# ---- block 1 ----
### Sequential cells grouped by signal name, block 1

Other sequential cells in the stronger gray, the rest of the logic in the fainter gray.
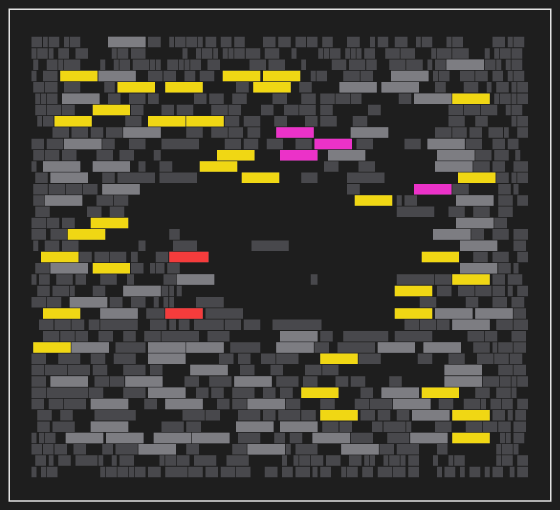
### Power grid, block 1

Pins as bars on the die edge.
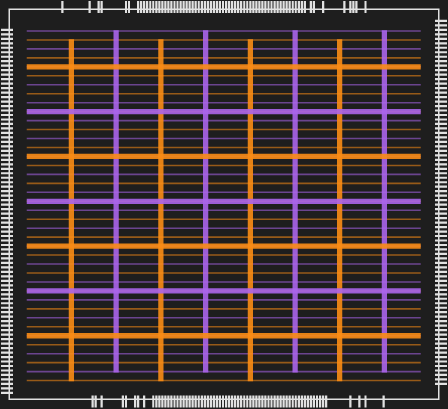
### Signal wires on met1, block 1

Supply wires on this layer in gray.
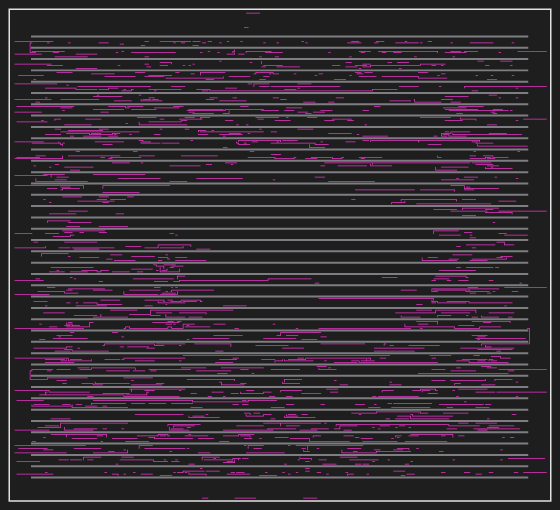
===== src/rtl/dmem_ctrl.sv =====
// Data-memory controller: registers a MEM-stage load/store into a dcache request and stalls the pipe until the response.
// Optional performance counters are built only when DMEM_PERF_CNT_EN is defined.
//
//   state | meaning
//   IDLE  | no transaction; a MEM request is latched into dc_* at the next edge
//   BUSY  | dcache request outstanding; dc_* held stable until dc_resp
//   DONE  | response captured; one cycle where MEM inputs are ignored
module dmem_ctrl #(
  parameter int PERF_W = 32
) (
  input  logic              clk,
  input  logic              rst,
  input  logic [31:0]       mem_address,
  input  logic [31:0]       mem_wdata,
  input  logic              mem_read,
  input  logic              mem_write,
  input  logic [3:0]        mem_byte_en,
  output logic [31:0]       mem_rdata,
  output logic              mem_stall,
  output logic [31:0]       dc_address,
  output logic [31:0]       dc_wdata,
  output logic [3:0]        dc_byte_en,
  output logic              dc_read,
  output logic              dc_write,
  input  logic [31:0]       dc_rdata,
  input  logic              dc_resp,
  output logic [PERF_W-1:0] perf_loads,
  output logic [PERF_W-1:0] perf_stores,
  output logic [PERF_W-1:0] perf_stall_cycles
);

  typedef enum logic [1:0] {
    IDLE = 2'd0,
    BUSY = 2'd1,
    DONE = 2'd2
  } state_t;

  state_t state, state_nxt;
  logic   req;
  logic   start;
  logic   finish;

  assign req = mem_read | mem_write;

  always_ff @(posedge clk or negedge rst) begin
    if (!rst) state <= IDLE;
    else      state <= state_nxt;
  end

  always_comb begin
    state_nxt = state;
    case (state)
      IDLE:    if (req) state_nxt = BUSY;
      BUSY:    if (dc_resp) state_nxt = DONE;
      DONE:    state_nxt = IDLE;
      default: state_nxt = IDLE;
    endcase
  end

  // Stall is forced low while in reset so a held request cannot freeze the pipe.
  always_comb begin
    start     = 1'b0;
    finish    = 1'b0;
    mem_stall = 1'b0;
    case (state)
      IDLE: begin
        start     = req;
        mem_stall = rst & req;
      end
      BUSY: begin
        finish    = dc_resp;
        mem_stall = rst;
      end
      default: ;
    endcase
  end

  // A simultaneous read+write is issued as a write so the strobes stay exclusive.
  always_ff @(posedge clk or negedge rst) begin
    if (!rst) begin
      dc_address <= '0;
      dc_wdata   <= '0;
      dc_byte_en <= '0;
      dc_read    <= 1'b0;
      dc_write   <= 1'b0;
      mem_rdata  <= '0;
    end else if (start) begin
      dc_address <= mem_address;
      dc_wdata   <= mem_wdata;
      dc_byte_en <= mem_byte_en;
      dc_read    <= mem_read & ~mem_write;
      dc_write   <= mem_write;
    end else if (finish) begin
      dc_read    <= 1'b0;
      dc_write   <= 1'b0;
      if (dc_read) mem_rdata <= dc_rdata;
    end
  end

`ifdef DMEM_PERF_CNT_EN
  localparam logic [PERF_W-1:0] ONE = {{(PERF_W-1){1'b0}}, 1'b1};

  logic load_start;
  logic store_start;

  assign load_start  = start & mem_read & ~mem_write;
  assign store_start = start & mem_write;

  // Counters saturate rather than wrap so long runs stay meaningful.
  always_ff @(posedge clk or negedge rst) begin
    if (!rst) begin
      perf_loads        <= '0;
      perf_stores       <= '0;
      perf_stall_cycles <= '0;
    end else begin
      if (load_start && perf_loads != '1)        perf_loads        <= perf_loads + ONE;
      if (store_start && perf_stores != '1)      perf_stores       <= perf_stores + ONE;
      if (mem_stall && perf_stall_cycles != '1)  perf_stall_cycles <= perf_stall_cycles + ONE;
    end
  end
`else
  assign perf_loads        = '0;
  assign perf_stores       = '0;
  assign perf_stall_cycles = '0;
`endif

endmodule


===== config.mk =====
export PLATFORM = sky130hd
export DESIGN_NAME = dmem_ctrl
export DESIGN_NICKNAME = d
export VERILOG_FILES = /design/src/rtl/dmem_ctrl.sv
export SDC_FILE = /design/constraint.sdc
export NUM_CORES = 1
export LEC_CHECK = 0
export CORE_ASPECT_RATIO = 0.9
export CORE_MARGIN = 5
export CORE_UTILIZATION = 37
export DETAILED_ROUTE_END_ITERATION = 8
export GPL_TIMING_DRIVEN = 0
export PLACE_DENSITY = 0.77
export SYNTH_ARGS = -nofsm -noshare
export SYNTH_HDL_FRONTEND = slang
export SYNTH_SLANG_ARGS = --single-unit

===== constraint.sdc =====
create_clock -name clk -period 1.9 [get_ports clk]
set_input_delay 0.57 -clock clk [delete_from_list [all_inputs] [get_ports clk]]
set_output_delay 0.57 -clock clk [all_outputs]
set_load 0.05 [all_outputs]

==> flow_summary.ini <==
; physical design summary
[pwr]
seq_power_share = 0.282
power.density_nw_per_um2 = 1760

[status]
status = completed

[yosys]
xor_share = 0
area_leaders = dfrtp_1, mux2_2, buf_4
synth_chip_area_um2 = 4780

[setup_path]
crit_type = flip-flop to output port
cp.depth = 1

[detailed_routing]
drt_pass1_iterations = 4
drt-met1-wl_mm = 4.37
wire_per_inst_um = 15.6
ant_nets = 0

[sta]
worst_slew_pin_slew_ns = 0.560

[grt]
grt_remaining_overflow = 0

[final_layout]
flops = 104

[placement]
hpwlAfterDp_mm = 9.90

[clock_tree]
hold_buffers = 0
Notes on 'Sequential cells grouped by signal name' of block 1 above:
- yellow: `dc_wdata` (placed flops 32; where spread over the die)
- magenta: `dc_byte_en` (placed flops 4)
- red: `state` (placed flops 2)
FF+latch area: 2600 um2
Core Util, Final: 0.611
Seq power: 3.85 mW
flop share of the area: 0.336

Notes on 'Power grid' of block 1 above:
- orange: VSS
- purple: VDD
- met1 rails: 40
- rows: 39
- met5 straps: 7
Core Footprint: 12700 um2
Die W: 130 um
maximum VDD drop: 0.00108 V

Notes on 'Signal wires on met1' of block 1 above:
- longest straight run: 49.7 um
- nets with wire on the layer: 593
- wire length on this layer: 4370 um
drt total wl: 12.7 mm
via count: 3266


# ---- block 2 ----
### Sequential cells grouped by signal name, block 2

Other sequential cells in the stronger gray, the rest of the logic in the fainter gray.
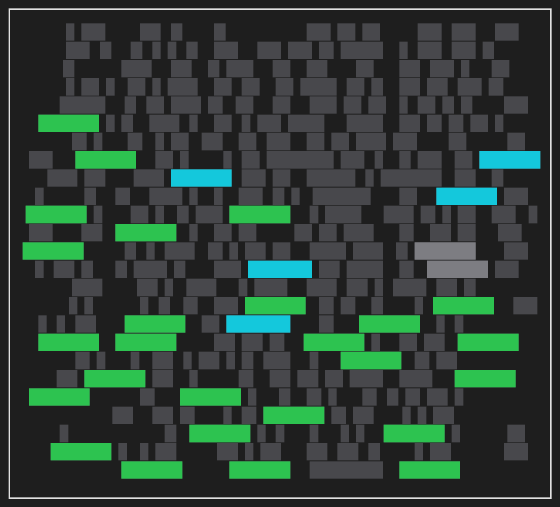
### Signal wires on met1, block 2

Supply wires on this layer in gray.
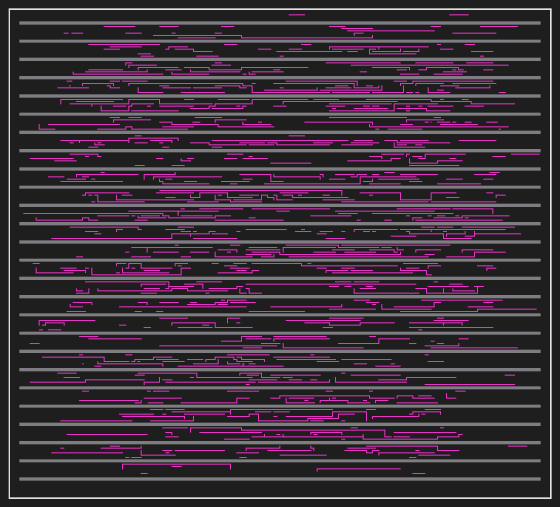
`src/rtl/tlc_pkg.sv`:
```
// Shared constants for the traffic-light controller and its countdown timer:
// count width, default prescaler, phase durations and seven-segment patterns.
package tlc_pkg;

  // Width of dp_value / count; the controller drives dp_value at this width.
  localparam int CNT_W        = 5;
  // One-second tick at a 50 MHz system clock.
  localparam int TICK_DIV_DEF = 50_000_000;

  // Phase durations in seconds, shared with the controller.
  localparam int T_RED = 28;
  localparam int T_YEL = 3;
  localparam int T_GRN = 28;

  // Active-high segments, bit 0 = a ... bit 6 = g.
  localparam logic [6:0] SEG_0     = 7'h3F;
  localparam logic [6:0] SEG_1     = 7'h06;
  localparam logic [6:0] SEG_2     = 7'h5B;
  localparam logic [6:0] SEG_3     = 7'h4F;
  localparam logic [6:0] SEG_4     = 7'h66;
  localparam logic [6:0] SEG_5     = 7'h6D;
  localparam logic [6:0] SEG_6     = 7'h7D;
  localparam logic [6:0] SEG_7     = 7'h07;
  localparam logic [6:0] SEG_8     = 7'h7F;
  localparam logic [6:0] SEG_9     = 7'h6F;
  localparam logic [6:0] SEG_BLANK = 7'h00;

  // Decimal digit to segment pattern; non-decimal codes blank the digit.
  function automatic logic [6:0] seg_decode(input logic [3:0] d);
    logic [6:0] s;
    case (d)
      4'd0:    s = SEG_0;
      4'd1:    s = SEG_1;
      4'd2:    s = SEG_2;
      4'd3:    s = SEG_3;
      4'd4:    s = SEG_4;
      4'd5:    s = SEG_5;
      4'd6:    s = SEG_6;
      4'd7:    s = SEG_7;
      4'd8:    s = SEG_8;
      4'd9:    s = SEG_9;
      default: s = SEG_BLANK;
    endcase
    return s;
  endfunction

endpackage

```
`src/rtl/tlc_bin2bcd.sv`:
```
// Combinational binary (0..31) to two-digit BCD plus seven-segment decode
// for the pedestrian countdown display. Tens digit is blanked when zero.
module tlc_bin2bcd #(
  parameter int CNT_W = 5
) (
  input  logic [CNT_W-1:0] bin_i,
  output logic [3:0]       tens_o,
  output logic [3:0]       ones_o,
  output logic [6:0]       seg_tens_o,
  output logic [6:0]       seg_ones_o
);
  import tlc_pkg::*;

  logic [CNT_W-1:0] rem;

  // Compare-subtract chain: peel off the largest multiple of ten first.
  always_comb begin
    rem    = bin_i;
    tens_o = 4'd0;
    if (rem >= CNT_W'(30)) begin
      tens_o = 4'd3;
      rem    = rem - CNT_W'(30);
    end else if (rem >= CNT_W'(20)) begin
      tens_o = 4'd2;
      rem    = rem - CNT_W'(20);
    end else if (rem >= CNT_W'(10)) begin
      tens_o = 4'd1;
      rem    = rem - CNT_W'(10);
    end
    ones_o = 4'(rem);
  end

  // Segment decode; a leading zero on the tens digit is suppressed.
  always_comb begin
    seg_tens_o = (tens_o == 4'd0) ? SEG_BLANK : seg_decode(tens_o);
    seg_ones_o = seg_decode(ones_o);
  end

endmodule

```
`src/rtl/tlc_timer.sv`:
```
// Phase countdown timer for the traffic-light controller. A load strobe
// (dp_rst) captures the phase duration; a prescaler produces one tick per
// second and the count decrements on each tick until it reaches zero, where
// cnt_done is raised and held until the next load.
module tlc_timer #(
  parameter int TICK_DIV = tlc_pkg::TICK_DIV_DEF,
  parameter int CNT_W    = tlc_pkg::CNT_W
) (
  input  logic             clk,
  input  logic             rst,
  input  logic             dp_rst,
  input  logic [CNT_W-1:0] dp_value,
  input  logic             pause,
  output logic             cnt_done,
  output logic             sec_tick,
  output logic [CNT_W-1:0] remaining,
  output logic [3:0]       bcd_tens,
  output logic [3:0]       bcd_ones,
  output logic [6:0]       seg_tens,
  output logic [6:0]       seg_ones
);
  import tlc_pkg::*;

  // TICK_DIV must be at least 2 so the prescaler has a distinct wrap value.
  localparam int              PW        = $clog2(TICK_DIV);
  localparam logic [PW-1:0]   PRESC_MAX = PW'(TICK_DIV - 1);

  logic [PW-1:0]    presc_q, presc_d;
  logic [CNT_W-1:0] count_q, count_d;
  logic             done_q,  done_d;
  logic             tick_q,  tick_d;

  // Next state: load beats pause, tick and done; pause freezes everything
  // except that the tick pulse drops.
  always_comb begin
    presc_d = presc_q;
    count_d = count_q;
    done_d  = done_q;
    tick_d  = 1'b0;
    if (dp_rst) begin
      presc_d = '0;
      count_d = dp_value;
      done_d  = (dp_value == '0);
    end else if (!pause) begin
      if (presc_q == PRESC_MAX) begin
        presc_d = '0;
        tick_d  = 1'b1;
        // Count saturates at zero; the last decrement raises done.
        if (count_q != '0) begin
          count_d = count_q - CNT_W'(1);
          if (count_q == CNT_W'(1))
            done_d = 1'b1;
        end
      end else begin
        presc_d = presc_q + PW'(1);
      end
    end
  end

  // State registers; reset clears everything and the block stays idle
  // (count 0, done 0) until the controller issues a load.
  always_ff @(posedge clk or negedge rst) begin
    if (!rst) begin
      presc_q <= '0;
      count_q <= '0;
      done_q  <= 1'b0;
      tick_q  <= 1'b0;
    end else begin
      presc_q <= presc_d;
      count_q <= count_d;
      done_q  <= done_d;
      tick_q  <= tick_d;
    end
  end

  assign cnt_done  = done_q;
  assign sec_tick  = tick_q;
  assign remaining = count_q;

  // Display digits follow the count with no added latency.
  tlc_bin2bcd #(
    .CNT_W (CNT_W)
  ) u_bcd (
    .bin_i      (count_q),
    .tens_o     (bcd_tens),
    .ones_o     (bcd_ones),
    .seg_tens_o (seg_tens),
    .seg_ones_o (seg_ones)
  );

endmodule

```
`config.mk`:
```
export PLATFORM = sky130hd
export DESIGN_NAME = tlc_timer
export DESIGN_NICKNAME = d
export VERILOG_FILES = /design/src/rtl/tlc_pkg.sv /design/src/rtl/tlc_bin2bcd.sv /design/src/rtl/tlc_timer.sv
export SDC_FILE = /design/constraint.sdc
export NUM_CORES = 1
export LEC_CHECK = 0
export CAP_MARGIN = 20
export CELL_PAD_IN_SITES_DETAIL_PLACEMENT = 1
export CELL_PAD_IN_SITES_GLOBAL_PLACEMENT = 1
export CORE_ASPECT_RATIO = 0.9
export CORE_UTILIZATION = 40
export DETAILED_ROUTE_END_ITERATION = 7
export PLACE_DENSITY = 0.75
export SLEW_MARGIN = 10
export SYNTH_ARGS = -nofsm -noshare
export SYNTH_HDL_FRONTEND = slang
export SYNTH_SLANG_ARGS = --single-unit
```
`constraint.sdc`:
```
create_clock -name clk -period 2.9 [get_ports clk]
set_input_delay 0.29 -clock clk [delete_from_list [all_inputs] [get_ports clk]]
set_output_delay 0.29 -clock clk [all_outputs]
set_load 0.005 [all_outputs]
```
==> flow_summary.ini <==
; physical design summary
[status]
violations = setup timing
status = finished with violations

[sta]
finalSetupViolCount = 1
fin_ws_ns = -0.0106
maxSlewViolCount = 0
rsz0062_at_grt = yes

[grt]
grtUsageMet2 = 0.397
grt_util_met3 = 0.0475
top_usage_layer = met2

[yosys]
area_leaders = dfrtp_1, ha_1, xor2_1
fa_ha_area_frac = 0.0790
yosysTopAreaCell = dfrtp_1
ys_sh_aoi = 0.0886

[detailed_routing]
ant_nets = 0

[floorplanning]
chipArea_um2 = 5850
die_w_um = 80.5
row_count = 25

[setup_path]
cp.required_ns = 2.61
cp-start-kind = flip-flop
endpoint_kind = output port
r2r_cells = 8
endpoint = seg_ones[0]

[pwr]
combPwrFrac = 0.352

[placement]
place_inst = 356
place_ws_ns = -0.121

[clock_tree]
hold_buffers = 0

[final_layout]
nClkBuffers = 7
top_register = presc_q
## Picture notes: 'Sequential cells grouped by signal name' of block 2
- cyan: `remaining` (placed flops 5)
- green: `presc_q` (placed flops 26)
- not colored: 2
flop share of the area: 0.273
Seq power: 0.484 mW
Core Util, Final: 0.573
FF+latch area: 828 um2

## Picture notes: 'Signal wires on met1' of block 2
- share of all routed wire: 48%
- wire length on this layer: 3220 um
- longest straight run: 27.1 um
- main direction: horizontal
via count: 1996
GR Util met1: 0.336
drt total wl: 6.74 mm


# ---- block 3 ----
$ cat config.mk
export PLATFORM = sky130hd
export DESIGN_NAME = dff_pipe
export DESIGN_NICKNAME = d
export VERILOG_FILES = /design/src/rtl/dff_pipe.sv
export SDC_FILE = /design/constraint.sdc
export NUM_CORES = 1
export LEC_CHECK = 0
export CORE_ASPECT_RATIO = 0.8
export CORE_MARGIN = 5
export CORE_UTILIZATION = 34
export CTS_CLUSTER_SIZE = 14
export DETAILED_ROUTE_END_ITERATION = 10
export SKIP_CTS_REPAIR_TIMING = 1
export SLEW_MARGIN = 20
export SYNTH_ARGS = -nofsm -noshare
export SYNTH_HDL_FRONTEND = slang
export SYNTH_SLANG_ARGS = --single-unit
$ cat constraint.sdc
create_clock -name clk -period 2.5 [get_ports clk]
set_input_delay 0.5 -clock clk [delete_from_list [all_inputs] [get_ports clk]]
set_output_delay 0.5 -clock clk [all_outputs]
set_load 0.05 [all_outputs]
$ cat src/rtl/dff_pipe.sv
// Elastic register pipeline: DEPTH stages of WIDTH bits with valid/ready at both
// ends, bubble collapsing, and a registered occupancy count.
module dff_pipe #(
  parameter int WIDTH = 1,
  parameter int DEPTH = 4,
  parameter int CW    = $clog2(DEPTH + 1)
) (
  input  logic             clk,
  input  logic             reset,
  input  logic             en,
  input  logic             flush,
  input  logic [WIDTH-1:0] data,
  input  logic             in_valid,
  output logic             in_ready,
  output logic [WIDTH-1:0] q,
  output logic             out_valid,
  input  logic             out_ready,
  output logic [CW-1:0]    count
);

  // Handshake: a beat transfers on a rising edge where valid and ready are both
  // high; ready may depend combinationally on the downstream ready, valid never
  // depends on ready, and a valid beat is held stable until it transfers.

  logic [DEPTH-1:0] v_q, v_d;
  logic [WIDTH-1:0] d_q [DEPTH];
  logic [WIDTH-1:0] d_d [DEPTH];
  logic [CW-1:0]    count_q, count_d;
  logic [DEPTH-1:0] ld;
  logic             push, pop;

  // ld[i]: stage i takes whatever sits in stage i-1 (or the input) this edge.
  // A stage can load when empty or when it is itself moving on.
  always_comb begin
    logic down_ready;
    ld         = '0;
    down_ready = out_ready;
    for (int i = DEPTH - 1; i >= 0; i--) begin
      ld[i]      = en & ~flush & (~v_q[i] | down_ready);
      down_ready = ld[i];
    end
  end

  assign pop      = en & v_q[DEPTH-1] & out_ready & ~flush;
  assign in_ready = ld[0] & reset;
  assign push     = in_valid & in_ready;

  always_comb begin
    v_d     = v_q;
    d_d     = d_q;
    count_d = count_q;
    if (flush) begin
      v_d     = '0;
      count_d = '0;
    end else begin
      if (ld[0]) begin
        v_d[0] = push;
        if (push) d_d[0] = data;
      end
      // Payload only moves with a valid item, so bubbles never overwrite data.
      for (int i = 1; i < DEPTH; i++) begin
        if (ld[i]) begin
          v_d[i] = v_q[i-1];
          if (v_q[i-1]) d_d[i] = d_q[i-1];
        end
      end
      count_d = count_q + CW'(push) - CW'(pop);
    end
  end

  always_ff @(posedge clk or negedge reset) begin
    if (!reset) begin
      v_q     <= '0;
      count_q <= '0;
      for (int i = 0; i < DEPTH; i++) d_q[i] <= '0;
    end else begin
      v_q     <= v_d;
      d_q     <= d_d;
      count_q <= count_d;
    end
  end

  assign out_valid = v_q[DEPTH-1];
  assign q         = out_valid ? d_q[DEPTH-1] : '0;
  assign count     = count_q;

endmodule

### Sequential cells grouped by signal name, block 3

Other sequential cells in the stronger gray, the rest of the logic in the fainter gray.
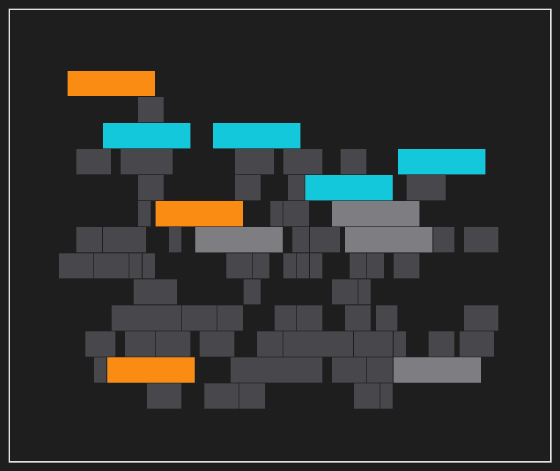
- orange: `count` (placed flops 3)
- cyan: `d_q` (placed flops 4)
FF+latch area: 275 um2
Core Util, Final: 0.505
Seq power: 0.194 mW

==> flow_summary.ini <==
; physical design summary
[pwr]
clockPowerShare = 0.329
netSwitchingPower_mw = 0.0911
switching_share = 0.244
p_leak_nw = 0.382

[final_layout]
combAreaFraction = 0.355
drive_gt1_frac = 0.284
area_growth_pct = 40.4
nonClkBufAreaFrac = 0.222

[yosys]
synth_chip_area_um2 = 586
ys_sh_aoi = 0.128
top_cell = dfrtp_1
synthDistinctLibCells = 25
area_leaders = dfrtp_1, mux2_2, o2111ai_4

[floorplanning]
n_tap_cell = 22

[clock_tree]
cts.clk_slew.worst_paths_ns = 0.07
clock_sinks = 11

[min_path]
min_path_cells = 1

[setup_path]
r2r_start = v_q[3]$_DFFE_PN0P_
path_max_fanout = 4
endpoint_kind = output port
critPathLaunch = out_ready

[placement]
place_inst = 92
placed_cell_area_um2 = 796
routabilityCongestion = 0.770

[sta]
hold_slack_ns = 0.503
worst_slew_pin_slew_ns = 0.500
clock.fmax_mhz = 414
fin_ws_ns = 0.0831
rsz0062_at_grt = no
tns_ns = 0

[status]
status = completed

[grt]
grt_util_met3 = 0.0577
grtUsageMet2 = 0.161

[detailed_routing]
wl_met2_um = 505
drt_iter0_markers = 3

# ---- block 4 ----
### Clock routing, block 4

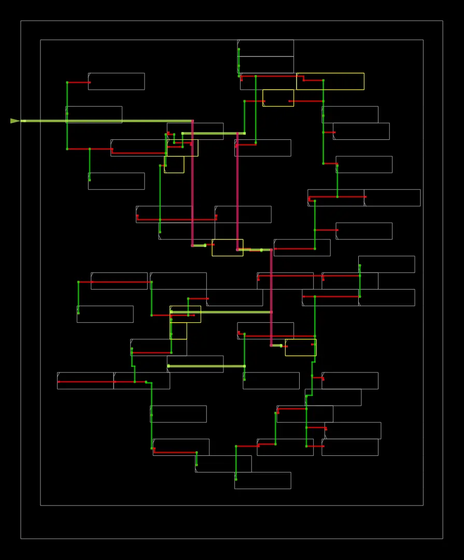
===== config.mk =====
export PLATFORM = sky130hd
export DESIGN_NAME = serial_sub_ctrl
export DESIGN_NICKNAME = d
export VERILOG_FILES = /design/src/rtl/serial_sub_ctrl.sv
export SDC_FILE = /design/constraint.sdc
export NUM_CORES = 1
export LEC_CHECK = 0
export CORE_ASPECT_RATIO = 1.25
export CORE_MARGIN = 3
export CORE_UTILIZATION = 40
export DETAILED_ROUTE_END_ITERATION = 8
export GPL_TIMING_DRIVEN = 0
export PLACE_DENSITY = 0.65
export SLEW_MARGIN = 20
export SYNTH_ARGS = -nofsm -noshare
export SYNTH_HDL_FRONTEND = slang
export SYNTH_SLANG_ARGS = --single-unit

===== constraint.sdc =====
create_clock -name clk -period 1.5 [get_ports clk]
set_input_delay 0.375 -clock clk [delete_from_list [all_inputs] [get_ports clk]]
set_output_delay 0.375 -clock clk [all_outputs]
set_load 0.05 [all_outputs]

===== src/rtl/serial_sub_ctrl.sv =====
// serial_sub_ctrl: bit-serial N-bit subtractor controller around a single full-subtractor cell
module serial_sub_ctrl #(
    parameter int WIDTH = 8,
    parameter int CNT_W = 5
) (
    input  logic             clk,
    input  logic             rst,
    input  logic             start,
    input  logic [WIDTH-1:0] a,
    input  logic [WIDTH-1:0] b,
    input  logic             bin,
    output logic             busy,
    output logic             done,
    output logic [WIDTH-1:0] diff,
    output logic             bout,
    output logic             ovf,
    output logic             zero
);
    typedef enum logic [1:0] {IDLE, RUN, DONE} state_t;
    state_t state, state_nx;
    logic [WIDTH-1:0] a_sh, b_sh, res_sh, res_nx;
    logic [CNT_W-1:0] cnt;
    logic brw, x, y, d, br, last, accept;
    // full-subtractor cell on the current LSBs; the new bit enters the result at the MSB
    always_comb begin
        x = a_sh[0];
        y = b_sh[0];
        d = x ^ y ^ brw;
        br = (~x & y) | (~(x ^ y) & brw);
        res_nx = WIDTH'({d, res_sh} >> 1);
        last = (cnt == CNT_W'(WIDTH - 1));
        accept = (state == IDLE) && start;
    end
    // state register
    always_ff @(posedge clk or posedge rst) begin
        if (rst)
            state <= IDLE;
        else
            state <= state_nx;
    end
    // next state: IDLE waits for start, RUN walks the bits, DONE lasts one cycle
    always_comb begin
        state_nx = state;
        case (state)
            IDLE:    state_nx = start ? RUN : IDLE;
            RUN:     state_nx = last ? DONE : RUN;
            default: state_nx = IDLE;
        endcase
    end
    // operand latch, serial shifting and result capture on the final bit
    always_ff @(posedge clk or posedge rst) begin
        if (rst) begin
            a_sh   <= '0;
            b_sh   <= '0;
            res_sh <= '0;
            brw    <= 1'b0;
            cnt    <= '0;
            busy   <= 1'b0;
            done   <= 1'b0;
            diff   <= '0;
            bout   <= 1'b0;
            ovf    <= 1'b0;
            zero   <= 1'b0;
        end else begin
            done <= 1'b0;
            busy <= (state_nx != IDLE);
            if (accept) begin
                a_sh   <= a;
                b_sh   <= b;
                brw    <= bin;
                res_sh <= '0;
                cnt    <= '0;
            end else if (state == RUN) begin
                a_sh   <= a_sh >> 1;
                b_sh   <= b_sh >> 1;
                res_sh <= res_nx;
                brw    <= br;
                cnt    <= cnt + CNT_W'(1);
                if (last) begin
                    done <= 1'b1;
                    diff <= res_nx;
                    bout <= br;
                    ovf  <= (x != y) && (d != x);
                    zero <= (res_nx == '0);
                end
            end
        end
    end
endmodule


==> flow_summary.ini <==
; physical design summary
[final_layout]
postLayoutCellArea_um2 = 2670
num-nonclk-buffers = 55
area_growth_pct = 34.6
nNetsFinal = 244
nonClkBufAreaFrac = 0.198
dominant_cells = flip-flops and latches
clk_share = 0.0431
logic_area_um2 = 825
largestRegisters = a_sh x8, b_sh x8, diff x8
lay_top_count = dfrtp_1
utilization = 0.560

[sta]
clock.fmax_mhz = 629
hold_slack_ns = 0.387
maxSlewViolCount = 0
worst_slew_pin_slew_ns = 0.430
period_minus_slack_ns = 1.59
fin_crit_sh = 1.06
tns_ns = -0.0909
finalSetupViolCount = 1
hold_violations = 0
slew-limit-headroom = 0.713
fin_ws_ns = -0.0909
rsz0062_at_grt = yes

[detailed_routing]
dr_wl_met3_um = 181
via_count = 1459
drt-met1-wl_mm = 1.84

[floorplanning]
row_count = 28
n_tap_cell = 60
core_um2 = 4760

[pwr]
switching_share = 0.387
pg_comb_mw = 2.57
power.density_nw_per_um2 = 2060
clk-power_mw = 0.928
netSwitchingPower_mw = 2.13
p_leak_nw = 1.27
power.group.top = combinational logic

[setup_path]
cp.required_ns = 1.69
cp.depth = 4
r2r_cells = 4
arrival_ns = 1.78
critPathLaunch = a_sh[0]$_DFFE_PP0P_
timing.rr.end = ovf$_DFFE_PP0P_
cp-start-kind = flip-flop
path_max_fanout = 3
crit_type = flip-flop to flip-flop

[yosys]
synthDistinctLibCells = 31
ys_sh_aoi = 0.163
synth-seq-area-share = 0.555
synth_nets = 193
top_cells_by_count = dfrtp_1, o21ai_0, a21oi_1
area_leaders = dfrtp_1, mux2_4, and3b_1
syn_area_per_cell_um2 = 11.7
edf_count = 0

[status]
status = finished with violations
violations = setup timing

[clock_tree]
clk_path_buf_depth = 2
clk_latency_ns = 0.30
hold_buffers = 0
cts-root-buf = clkbuf_8
cts_made_buffers = 5

[job]
log.warning_count = 30
maxCapViolCount = 0

[grt]
antenna_found_initial = 0
grt_max_degree = 27
gr-usage-met1 = 0.211
grt_use_total = 0.159

[placement]
placed_cell_area_um2 = 2400
place_inst = 263
port_buffers = 32
hpwlAfterDp_mm = 2.83
## Picture notes: 'Clock routing' of block 4
clkbuf count: 5
flip-flops: 44


# ---- block 5 ----
### Gate-type map, block 5

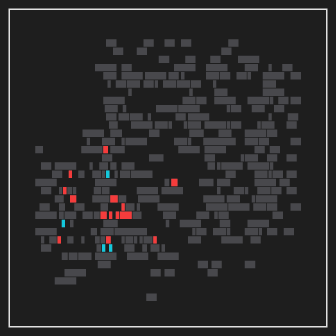
### Sequential cells grouped by signal name, block 5

Other sequential cells in the stronger gray, the rest of the logic in the fainter gray.
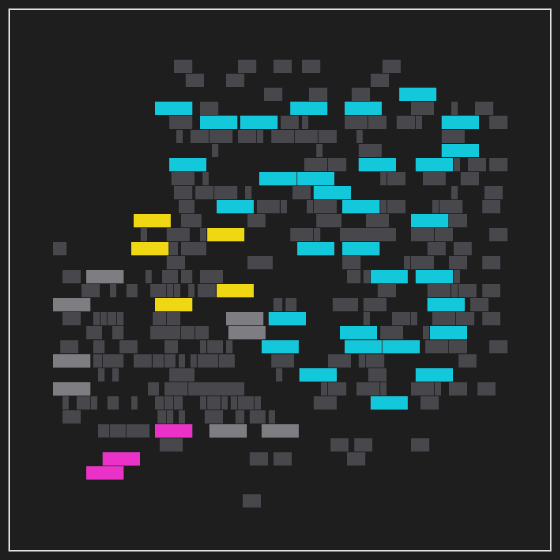
File: src/rtl/adc_spi_master_tx_if.sv
// Frame request and SPI pin bundle for adc_spi_master_tx.
// Latency: none; this is a wiring bundle.
// Backpressure: i_send is ignored while o_busy is high.
interface adc_spi_master_tx_if;
    logic [15:0] i_data0;
    logic [15:0] i_data1;
    logic        i_send;
    logic        o_busy;
    logic        o_done;
    logic        o_SPI_CS;
    logic        o_SPI_clock;
    logic        o_SPI_data;

    modport master (
        output i_data0, i_data1, i_send,
        input  o_busy, o_done, o_SPI_CS, o_SPI_clock, o_SPI_data
    );

    modport slave (
        input  i_data0, i_data1, i_send,
        output o_busy, o_done, o_SPI_CS, o_SPI_clock, o_SPI_data
    );
endinterface

File: src/rtl/adc_spi_master_tx.sv
// SPI master (CPOL=0/CPHA=0) sending {data0,data1} as one 32-bit MSB-first frame.
// Latency: CS low 1 cycle after accept; CS high at 1+CS_SETUP+63*CLK_DIV+CS_HOLD.
// Backpressure: i_send is only sampled while o_busy is low; requests during a frame are dropped.
module adc_spi_master_tx #(
    parameter int CLK_DIV  = 4,
    parameter int CS_SETUP = 4,
    parameter int CS_HOLD  = 4,
    parameter int CS_GAP   = 4
) (
    input logic               i_clock,
    input logic               i_reset,
    adc_spi_master_tx_if.slave bus
);
    localparam int MAX_A = (CLK_DIV > CS_SETUP) ? CLK_DIV : CS_SETUP;
    localparam int MAX_B = (CS_HOLD > CS_GAP) ? CS_HOLD : CS_GAP;
    localparam int MAX_C = (MAX_A > MAX_B) ? MAX_A : MAX_B;
    localparam int CNT_W = (MAX_C + 1 > 2) ? $clog2(MAX_C + 1) : 1;

    localparam logic [CNT_W-1:0] DIV_LAST   = CNT_W'(CLK_DIV - 1);
    localparam logic [CNT_W-1:0] SETUP_LAST = CNT_W'(CS_SETUP - 1);
    localparam logic [CNT_W-1:0] HOLD_LAST  = CNT_W'(CS_HOLD - 1);
    localparam logic [CNT_W-1:0] GAP_LAST   = CNT_W'((CS_GAP > 0) ? CS_GAP - 1 : 0);

    typedef enum logic [2:0] {
        IDLE, SETUP, SCK_HIGH, SCK_LOW, HOLD, GAP
    } state_t;

    state_t           state_q, state_d;
    logic [CNT_W-1:0] cnt_q, cnt_d;
    logic [4:0]       bit_q, bit_d;
    logic [31:0]      sreg_q, sreg_d;
    logic             cs_q, cs_d;
    logic             sck_q, sck_d;
    logic             mosi_q, mosi_d;
    logic             busy_q, busy_d;
    logic             done_q, done_d;

    always_ff @(posedge i_clock) begin
        if (i_reset) begin
            state_q <= IDLE;
            cnt_q   <= '0;
            bit_q   <= '0;
            sreg_q  <= '0;
            cs_q    <= 1'b1;
            sck_q   <= 1'b0;
            mosi_q  <= 1'b0;
            busy_q  <= 1'b0;
            done_q  <= 1'b0;
        end else begin
            state_q <= state_d;
            cnt_q   <= cnt_d;
            bit_q   <= bit_d;
            sreg_q  <= sreg_d;
            cs_q    <= cs_d;
            sck_q   <= sck_d;
            mosi_q  <= mosi_d;
            busy_q  <= busy_d;
            done_q  <= done_d;
        end
    end

    always_comb begin
        state_d = state_q;
        cnt_d   = cnt_q + 1'b1;
        bit_d   = bit_q;
        sreg_d  = sreg_q;
        cs_d    = cs_q;
        sck_d   = sck_q;
        mosi_d  = mosi_q;
        busy_d  = busy_q;
        done_d  = 1'b0;

        unique case (state_q)
            IDLE: begin
                cnt_d = '0;
                if (bus.i_send) begin
                    sreg_d  = {bus.i_data0, bus.i_data1};
                    mosi_d  = bus.i_data0[15];
                    bit_d   = '0;
                    cs_d    = 1'b0;
                    busy_d  = 1'b1;
                    state_d = SETUP;
                end
            end
            SETUP: begin
                if (cnt_q == SETUP_LAST) begin
                    cnt_d   = '0;
                    sck_d   = 1'b1;
                    state_d = SCK_HIGH;
                end
            end
            SCK_HIGH: begin
                if (cnt_q == DIV_LAST) begin
                    cnt_d = '0;
                    sck_d = 1'b0;
                    // Last bit skips the low phase; MOSI keeps bit0 through HOLD.
                    if (bit_q == 5'd31) begin
                        state_d = HOLD;
                    end else begin
                        sreg_d  = sreg_q << 1;
                        mosi_d  = sreg_q[30];
                        bit_d   = bit_q + 5'd1;
                        state_d = SCK_LOW;
                    end
                end
            end
            SCK_LOW: begin
                if (cnt_q == DIV_LAST) begin
                    cnt_d   = '0;
                    sck_d   = 1'b1;
                    state_d = SCK_HIGH;
                end
            end
            HOLD: begin
                if (cnt_q == HOLD_LAST) begin
                    cnt_d  = '0;
                    cs_d   = 1'b1;
                    mosi_d = 1'b0;
                    done_d = 1'b1;
                    if (CS_GAP == 0) begin
                        busy_d  = 1'b0;
                        state_d = IDLE;
                    end else begin
                        state_d = GAP;
                    end
                end
            end
            GAP: begin
                if (cnt_q == GAP_LAST) begin
                    cnt_d   = '0;
                    busy_d  = 1'b0;
                    state_d = IDLE;
                end
            end
            default: state_d = IDLE;
        endcase
    end

    assign bus.o_busy      = busy_q;
    assign bus.o_done      = done_q;
    assign bus.o_SPI_CS    = cs_q;
    assign bus.o_SPI_clock = sck_q;
    assign bus.o_SPI_data  = mosi_q;
endmodule

File: src/flat_wrapper.sv
// flat-port wrapper written by rule: the top's interface ports become plain ports
module adc_spi_master_tx_flat 
#(
    parameter int CLK_DIV  = 4,
    parameter int CS_SETUP = 4,
    parameter int CS_HOLD  = 4,
    parameter int CS_GAP   = 4
)
  (i_clock, i_reset, bus_i_data0, bus_i_data1, bus_i_send, bus_o_busy, bus_o_done, bus_o_SPI_CS, bus_o_SPI_clock, bus_o_SPI_data);
  adc_spi_master_tx_if bus_i ();
  input logic i_clock;
  input logic i_reset;
  input wire logic [$bits(bus_i.i_data0)-1:0] bus_i_data0;
  input wire logic [$bits(bus_i.i_data1)-1:0] bus_i_data1;
  input wire logic [$bits(bus_i.i_send)-1:0] bus_i_send;
  output wire logic [$bits(bus_i.o_busy)-1:0] bus_o_busy;
  output wire logic [$bits(bus_i.o_done)-1:0] bus_o_done;
  output wire logic [$bits(bus_i.o_SPI_CS)-1:0] bus_o_SPI_CS;
  output wire logic [$bits(bus_i.o_SPI_clock)-1:0] bus_o_SPI_clock;
  output wire logic [$bits(bus_i.o_SPI_data)-1:0] bus_o_SPI_data;
  assign bus_i.i_data0 = bus_i_data0;
  assign bus_i.i_data1 = bus_i_data1;
  assign bus_i.i_send = bus_i_send;
  assign bus_o_busy = bus_i.o_busy;
  assign bus_o_done = bus_i.o_done;
  assign bus_o_SPI_CS = bus_i.o_SPI_CS;
  assign bus_o_SPI_clock = bus_i.o_SPI_clock;
  assign bus_o_SPI_data = bus_i.o_SPI_data;
  adc_spi_master_tx #(.CLK_DIV(CLK_DIV), .CS_SETUP(CS_SETUP), .CS_HOLD(CS_HOLD), .CS_GAP(CS_GAP)) u_core (.i_clock(i_clock), .i_reset(i_reset), .bus(bus_i));
endmodule
File: config.mk
export PLATFORM = sky130hd
export DESIGN_NAME = adc_spi_master_tx_flat
export DESIGN_NICKNAME = d
export VERILOG_FILES = /design/src/rtl/adc_spi_master_tx_if.sv /design/src/rtl/adc_spi_master_tx.sv /design/src/flat_wrapper.sv
export SDC_FILE = /design/constraint.sdc
export NUM_CORES = 1
export LEC_CHECK = 0
export CAP_MARGIN = 20
export CORE_MARGIN = 8
export CORE_UTILIZATION = 30
export DETAILED_ROUTE_END_ITERATION = 7
export PLACE_DENSITY = 0.58
export SETUP_SLACK_MARGIN = 0.05
export SLEW_MARGIN = 20
export SYNTH_ARGS = -nofsm -noshare
export SYNTH_HDL_FRONTEND = slang
export SYNTH_SLANG_ARGS = --single-unit
File: constraint.sdc
create_clock -name i_clock -period 4.4 [get_ports i_clock]
set_clock_uncertainty 0.15 [all_clocks]
set_input_delay 0.88 -clock i_clock [delete_from_list [all_inputs] [get_ports i_clock]]
set_output_delay 0.88 -clock i_clock [all_outputs]
set_load 0.02 [all_outputs]
==> flow_summary.ini <==
; physical design summary
[placement]
hpwlAfterDp_mm = 3.09
place_inst = 352
routabilityCongestion = 0.728
port_buffers = 39

[final_layout]
area_growth_pct = 21.3
multi_input_comb_cells = 159
most-common-layout-cells = dfxtp_1, nor2_1, clkdlybuf4s50_1
nClkBuffers = 5
diodes = 0
largest_reg_flops = 31
inv_count = 4
num-nonclk-buffers = 40
flops = 47
largestRegisters = u_core.sreg_q x31, u_core.bit_q x5
fill_cells = 795

[pwr]
vdd_drop_max_v = 0.000161
power.group.top = sequential cells
power.density_nw_per_um2 = 345
switching_share = 0.239
seq_power_share = 0.474
clk-power_mw = 0.387

[setup_path]
endpoint = u_core.bit_q[1]$_SDFFE_PP0P_
cp.required_ns = 4.44
r2r_start = u_core.bit_q[0]$_SDFFE_PP0P_
crit_type = flip-flop to flip-flop
path_max_fanout = 64
r2r_cells = 8
reg2reg_slack_ns = 1.74

[yosys]
area_leaders = dfxtp_1, a211oi_2, mux2i_1
ys_sh_simple = 0.131
synthDistinctLibCells = 38
syn_area_per_cell_um2 = 10.3
mux_share = 0.144
synth_stat.cells = 230
syn_area_um2 = 2360
top_cells_by_count = dfxtp_1, nor2_1, mux2i_1
async_flop_share = 0
top_cell = dfxtp_1

[job]
log.warning_count = 27

[status]
status = completed

[sta]
slew-limit-headroom = 0.368
hold_slack_ns = 0.303
hold_violations = 0
finalSetupViolCount = 0

[floorplanning]
n_tap_cell = 102
die_w_um = 105
io_pins = 40

[clock_tree]
hold_buffers = 0
clk_path_buf_depth = 2
cts.clk_slew.worst_paths_ns = 0.10
cts_made_buffers = 5
cts-root-buf = clkbuf_8
cts_tree = built
clk_latency_ns = 0.31
clock_sinks = 47
cts_resized = 0
cts_setup_buffers = 0

[min_path]
min_path_type = flip-flop to flip-flop
min_from = u_core.cnt_q[0]$_SDFF_PP0_

[detailed_routing]
drcViolationCount = 0
drt_pass1_iterations = 4
wire_per_inst_um = 13.2

[grt]
grt_remaining_overflow = 0
Notes on 'Gate-type map' of block 5 above:
- red: nand cells (cells 14)
- cyan: inv cells (cells 4)
logic share of the area: 0.435
Layout Cells excl Fill: 360
most used logic cell in the final layout: dfxtp_1

Notes on 'Sequential cells grouped by signal name' of block 5 above:
- yellow: `u_core.bit_q` (placed flops 5)
- cyan: `u_core.sreg_q` (placed flops 31)
- magenta: `u_core.cnt_q` (placed flops 3)
- not colored: 8
flop share of the area: 0.328
Core Util, Final: 0.373


# ---- block 6 ----
===== config.mk =====
export PLATFORM = sky130hd
export DESIGN_NAME = x_delay_line_ctrl
export DESIGN_NICKNAME = d
export VERILOG_FILES = /design/src/rtl/x_delay_line_ctrl.sv
export SDC_FILE = /design/constraint.sdc
export NUM_CORES = 1
export LEC_CHECK = 0
export CAP_MARGIN = 20
export CORE_ASPECT_RATIO = 1.1
export CORE_UTILIZATION = 25
export DETAILED_ROUTE_END_ITERATION = 8
export GPL_TIMING_DRIVEN = 0
export PLACE_DENSITY = 0.54
export SLEW_MARGIN = 20
export SYNTH_ARGS = -nofsm -noshare
export SYNTH_HDL_FRONTEND = slang
export SYNTH_SLANG_ARGS = --single-unit

===== constraint.sdc =====
create_clock -name i_clk -period 3.2 [get_ports i_clk]
set_clock_uncertainty 0.2 [all_clocks]
set_input_delay 0.32 -clock i_clk [delete_from_list [all_inputs] [get_ports i_clk]]
set_output_delay 0.32 -clock i_clk [all_outputs]
set_load 0.005 [all_outputs]

===== src/rtl/x_delay_line_ctrl.sv =====
// Sequencer for a delay-line time-to-digital converter.
// Launches an edge into the cell chain, captures it after the resolvers
// settle, shifts the snapshot out serially, and reports the tap word,
// the number of propagated cells and a thermometer-bubble flag.
module x_delay_line_ctrl #(
  parameter int CELLS       = 64,
  parameter int CAPTURE_DLY = 3,
  parameter int CW          = $clog2(CELLS + 1)
) (
  input  logic             i_clk,
  input  logic             i_rst,
  input  logic             i_start,
  output logic             o_busy,
  output logic             o_launch,
  output logic             o_dl_en,
  output logic             o_shift_en,
  output logic             o_shift_in,
  input  logic             i_shift_out,
  output logic             o_result_valid,
  input  logic             i_result_ready,
  output logic [CELLS-1:0] o_taps,
  output logic [CW-1:0]    o_count,
  output logic             o_bubble
);

  // One counter serves both the launch wait and the shift index.
  localparam int CNT_MAX = (CELLS > CAPTURE_DLY) ? CELLS : CAPTURE_DLY;
  localparam int CNTW    = $clog2(CNT_MAX + 1);

  typedef enum logic [2:0] {
    S_IDLE    = 3'd0,
    S_LAUNCH  = 3'd1,
    S_CAPTURE = 3'd2,
    S_SHIFT   = 3'd3,
    S_DONE    = 3'd4
  } state_t;

  state_t            state_q, state_d;
  logic [CNTW-1:0]   cnt_q, cnt_d;
  logic [CELLS-1:0]  taps_q, taps_d;
  logic [CW-1:0]     count_q, count_d;
  logic              bubble_q, bubble_d;
  logic              busy_q, busy_d;
  logic              launch_q, launch_d;
  logic              dl_en_q, dl_en_d;
  logic              shift_en_q, shift_en_d;
  logic              valid_q, valid_d;
  logic              start_acc;
  logic              shift_now;

  assign start_acc = (state_q == S_IDLE) && i_start;
  assign shift_now = (state_q == S_SHIFT);

  // State and sequencing counter register.
  always_ff @(posedge i_clk) begin
    if (i_rst) begin
      state_q <= S_IDLE;
      cnt_q   <= '0;
    end else begin
      state_q <= state_d;
      cnt_q   <= cnt_d;
    end
  end

  // Next-state logic. LAUNCH lasts CAPTURE_DLY cycles so that the capture
  // strobe lands CAPTURE_DLY cycles after the first launch-high cycle.
  always_comb begin
    state_d = state_q;
    cnt_d   = cnt_q;
    unique case (state_q)
      S_IDLE: begin
        if (i_start) begin
          state_d = S_LAUNCH;
          cnt_d   = '0;
        end
      end
      S_LAUNCH: begin
        if (cnt_q == CNTW'(CAPTURE_DLY - 1)) begin
          state_d = S_CAPTURE;
          cnt_d   = '0;
        end else begin
          cnt_d = cnt_q + 1'b1;
        end
      end
      S_CAPTURE: begin
        state_d = S_SHIFT;
        cnt_d   = '0;
      end
      S_SHIFT: begin
        if (cnt_q == CNTW'(CELLS - 1)) begin
          state_d = S_DONE;
          cnt_d   = '0;
        end else begin
          cnt_d = cnt_q + 1'b1;
        end
      end
      S_DONE: begin
        if (i_result_ready) state_d = S_IDLE;
      end
      default: begin
        state_d = S_IDLE;
        cnt_d   = '0;
      end
    endcase
  end

  // Output decode from the upcoming state so the registered strobes line up
  // with the state they belong to.
  always_comb begin
    busy_d     = (state_d != S_IDLE);
    launch_d   = (state_d == S_LAUNCH) || (state_d == S_CAPTURE);
    dl_en_d    = (state_d == S_CAPTURE);
    shift_en_d = (state_d == S_SHIFT);
    valid_d    = (state_d == S_DONE);
  end

  // Shift cycle k carries cell CELLS-1-k; each tap bit grabs its own cycle.
  genvar gi;
  generate
    for (gi = 0; gi < CELLS; gi++) begin : g_tap
      assign taps_d[gi] = start_acc ? 1'b0 :
                          (shift_now && (cnt_q == CNTW'(CELLS - 1 - gi))) ? i_shift_out :
                          taps_q[gi];
    end
  endgenerate

  // Count and bubble accumulation; a 0 after any 1 in shift order is a bubble.
  always_comb begin
    count_d  = count_q;
    bubble_d = bubble_q;
    if (start_acc) begin
      count_d  = '0;
      bubble_d = 1'b0;
    end else if (shift_now) begin
      count_d = count_q + CW'(i_shift_out);
      if (!i_shift_out && (count_q != '0)) bubble_d = 1'b1;
    end
  end

  // Result and control output registers.
  always_ff @(posedge i_clk) begin
    if (i_rst) begin
      taps_q     <= '0;
      count_q    <= '0;
      bubble_q   <= 1'b0;
      busy_q     <= 1'b0;
      launch_q   <= 1'b0;
      dl_en_q    <= 1'b0;
      shift_en_q <= 1'b0;
      valid_q    <= 1'b0;
    end else begin
      taps_q     <= taps_d;
      count_q    <= count_d;
      bubble_q   <= bubble_d;
      busy_q     <= busy_d;
      launch_q   <= launch_d;
      dl_en_q    <= dl_en_d;
      shift_en_q <= shift_en_d;
      valid_q    <= valid_d;
    end
  end

  assign o_busy         = busy_q;
  assign o_launch       = launch_q;
  assign o_dl_en        = dl_en_q;
  assign o_shift_en     = shift_en_q;
  assign o_shift_in     = 1'b0;
  assign o_result_valid = valid_q;
  assign o_taps         = taps_q;
  assign o_count        = count_q;
  assign o_bubble       = bubble_q;

endmodule

### Power grid, block 6

Pins as bars on the die edge.
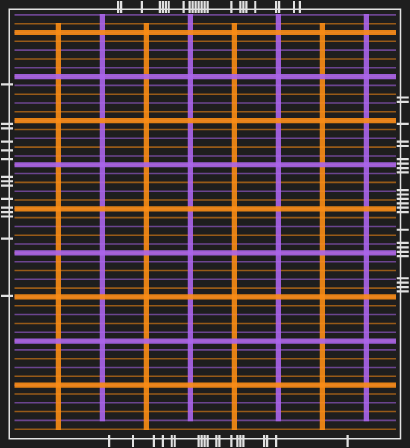
- orange: VSS
- purple: VDD
- signal pins: 83
- rows: 47
- met5 straps: 9
- met1 rails: 48
maximum VDD drop: 0.000251 V
Core Footprint: 15100 um2
Die W: 120 um
die height: 132 um

==> flow_summary.ini <==
; physical design summary
[setup_path]
arrival_ns = 2.27
endpoint = o_launch$_SDFF_PP0_
r2r_start = cnt_q[0]$_SDFFE_PP0P_

[clock_tree]
cts_setup_buffers = 0

[sta]
clock.fmax_mhz = 444

[final_layout]
nClkBuffers = 10
fill_cells = 1595
combAreaFraction = 0.368
nNetsFinal = 584

[floorplanning]
n_tap_cell = 196

[yosys]
ys_sh_aoi = 0.136
ys_sh_simple = 0.265

[pwr]
netSwitchingPower_mw = 0.523
pg_comb_mw = 0.107

[status]
status = completed
### Signal wires on met1, block 6

Supply wires on this layer in gray.
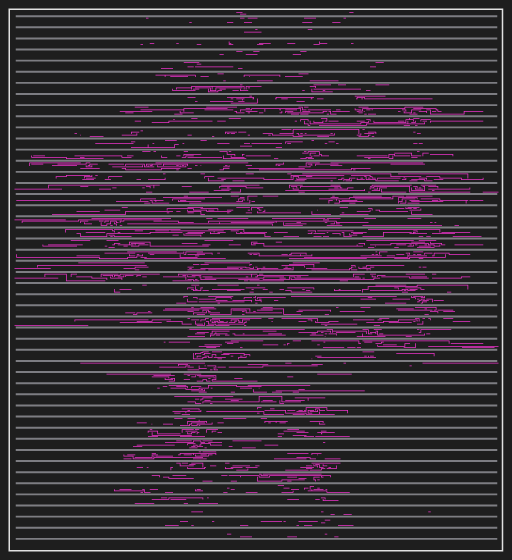
- main direction: horizontal
- nets with wire on the layer: 521
- longest straight run: 35.4 um
- share of all routed wire: 45%
- wire length on this layer: 4990 um
via count: 3582
GR Util met1: 0.187



==> screenshots <==
Power grid.
Pins as bars on the die edge.
Plate I
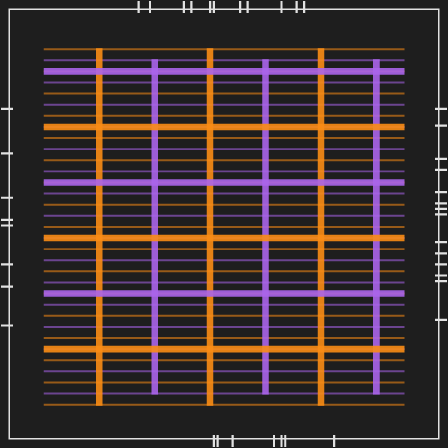
Plate II
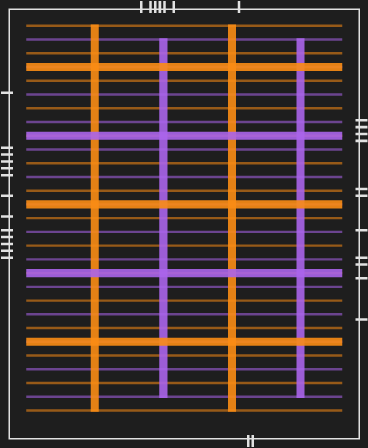
Plate III
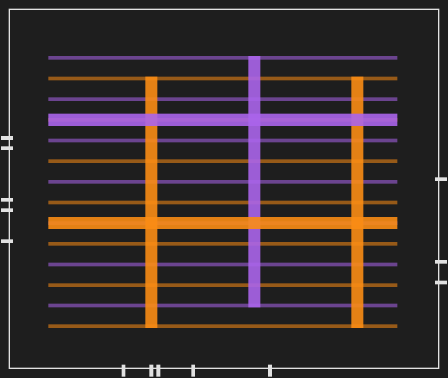
Plate IV
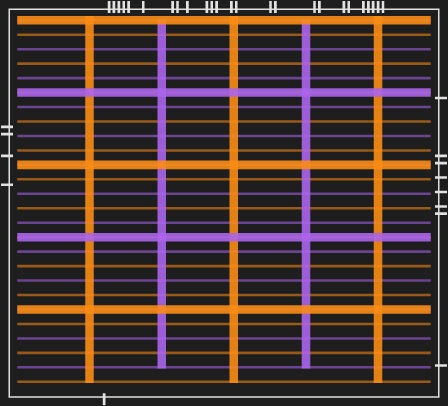
Plate IV: block 2
Plate III: block 3
Plate I: block 5
Plate II: block 4
The one with the largest die is Plate I.
The one with the fewest pins is Plate III.

Power figures rest on the tool's default switching activity, not on a simulated workload.
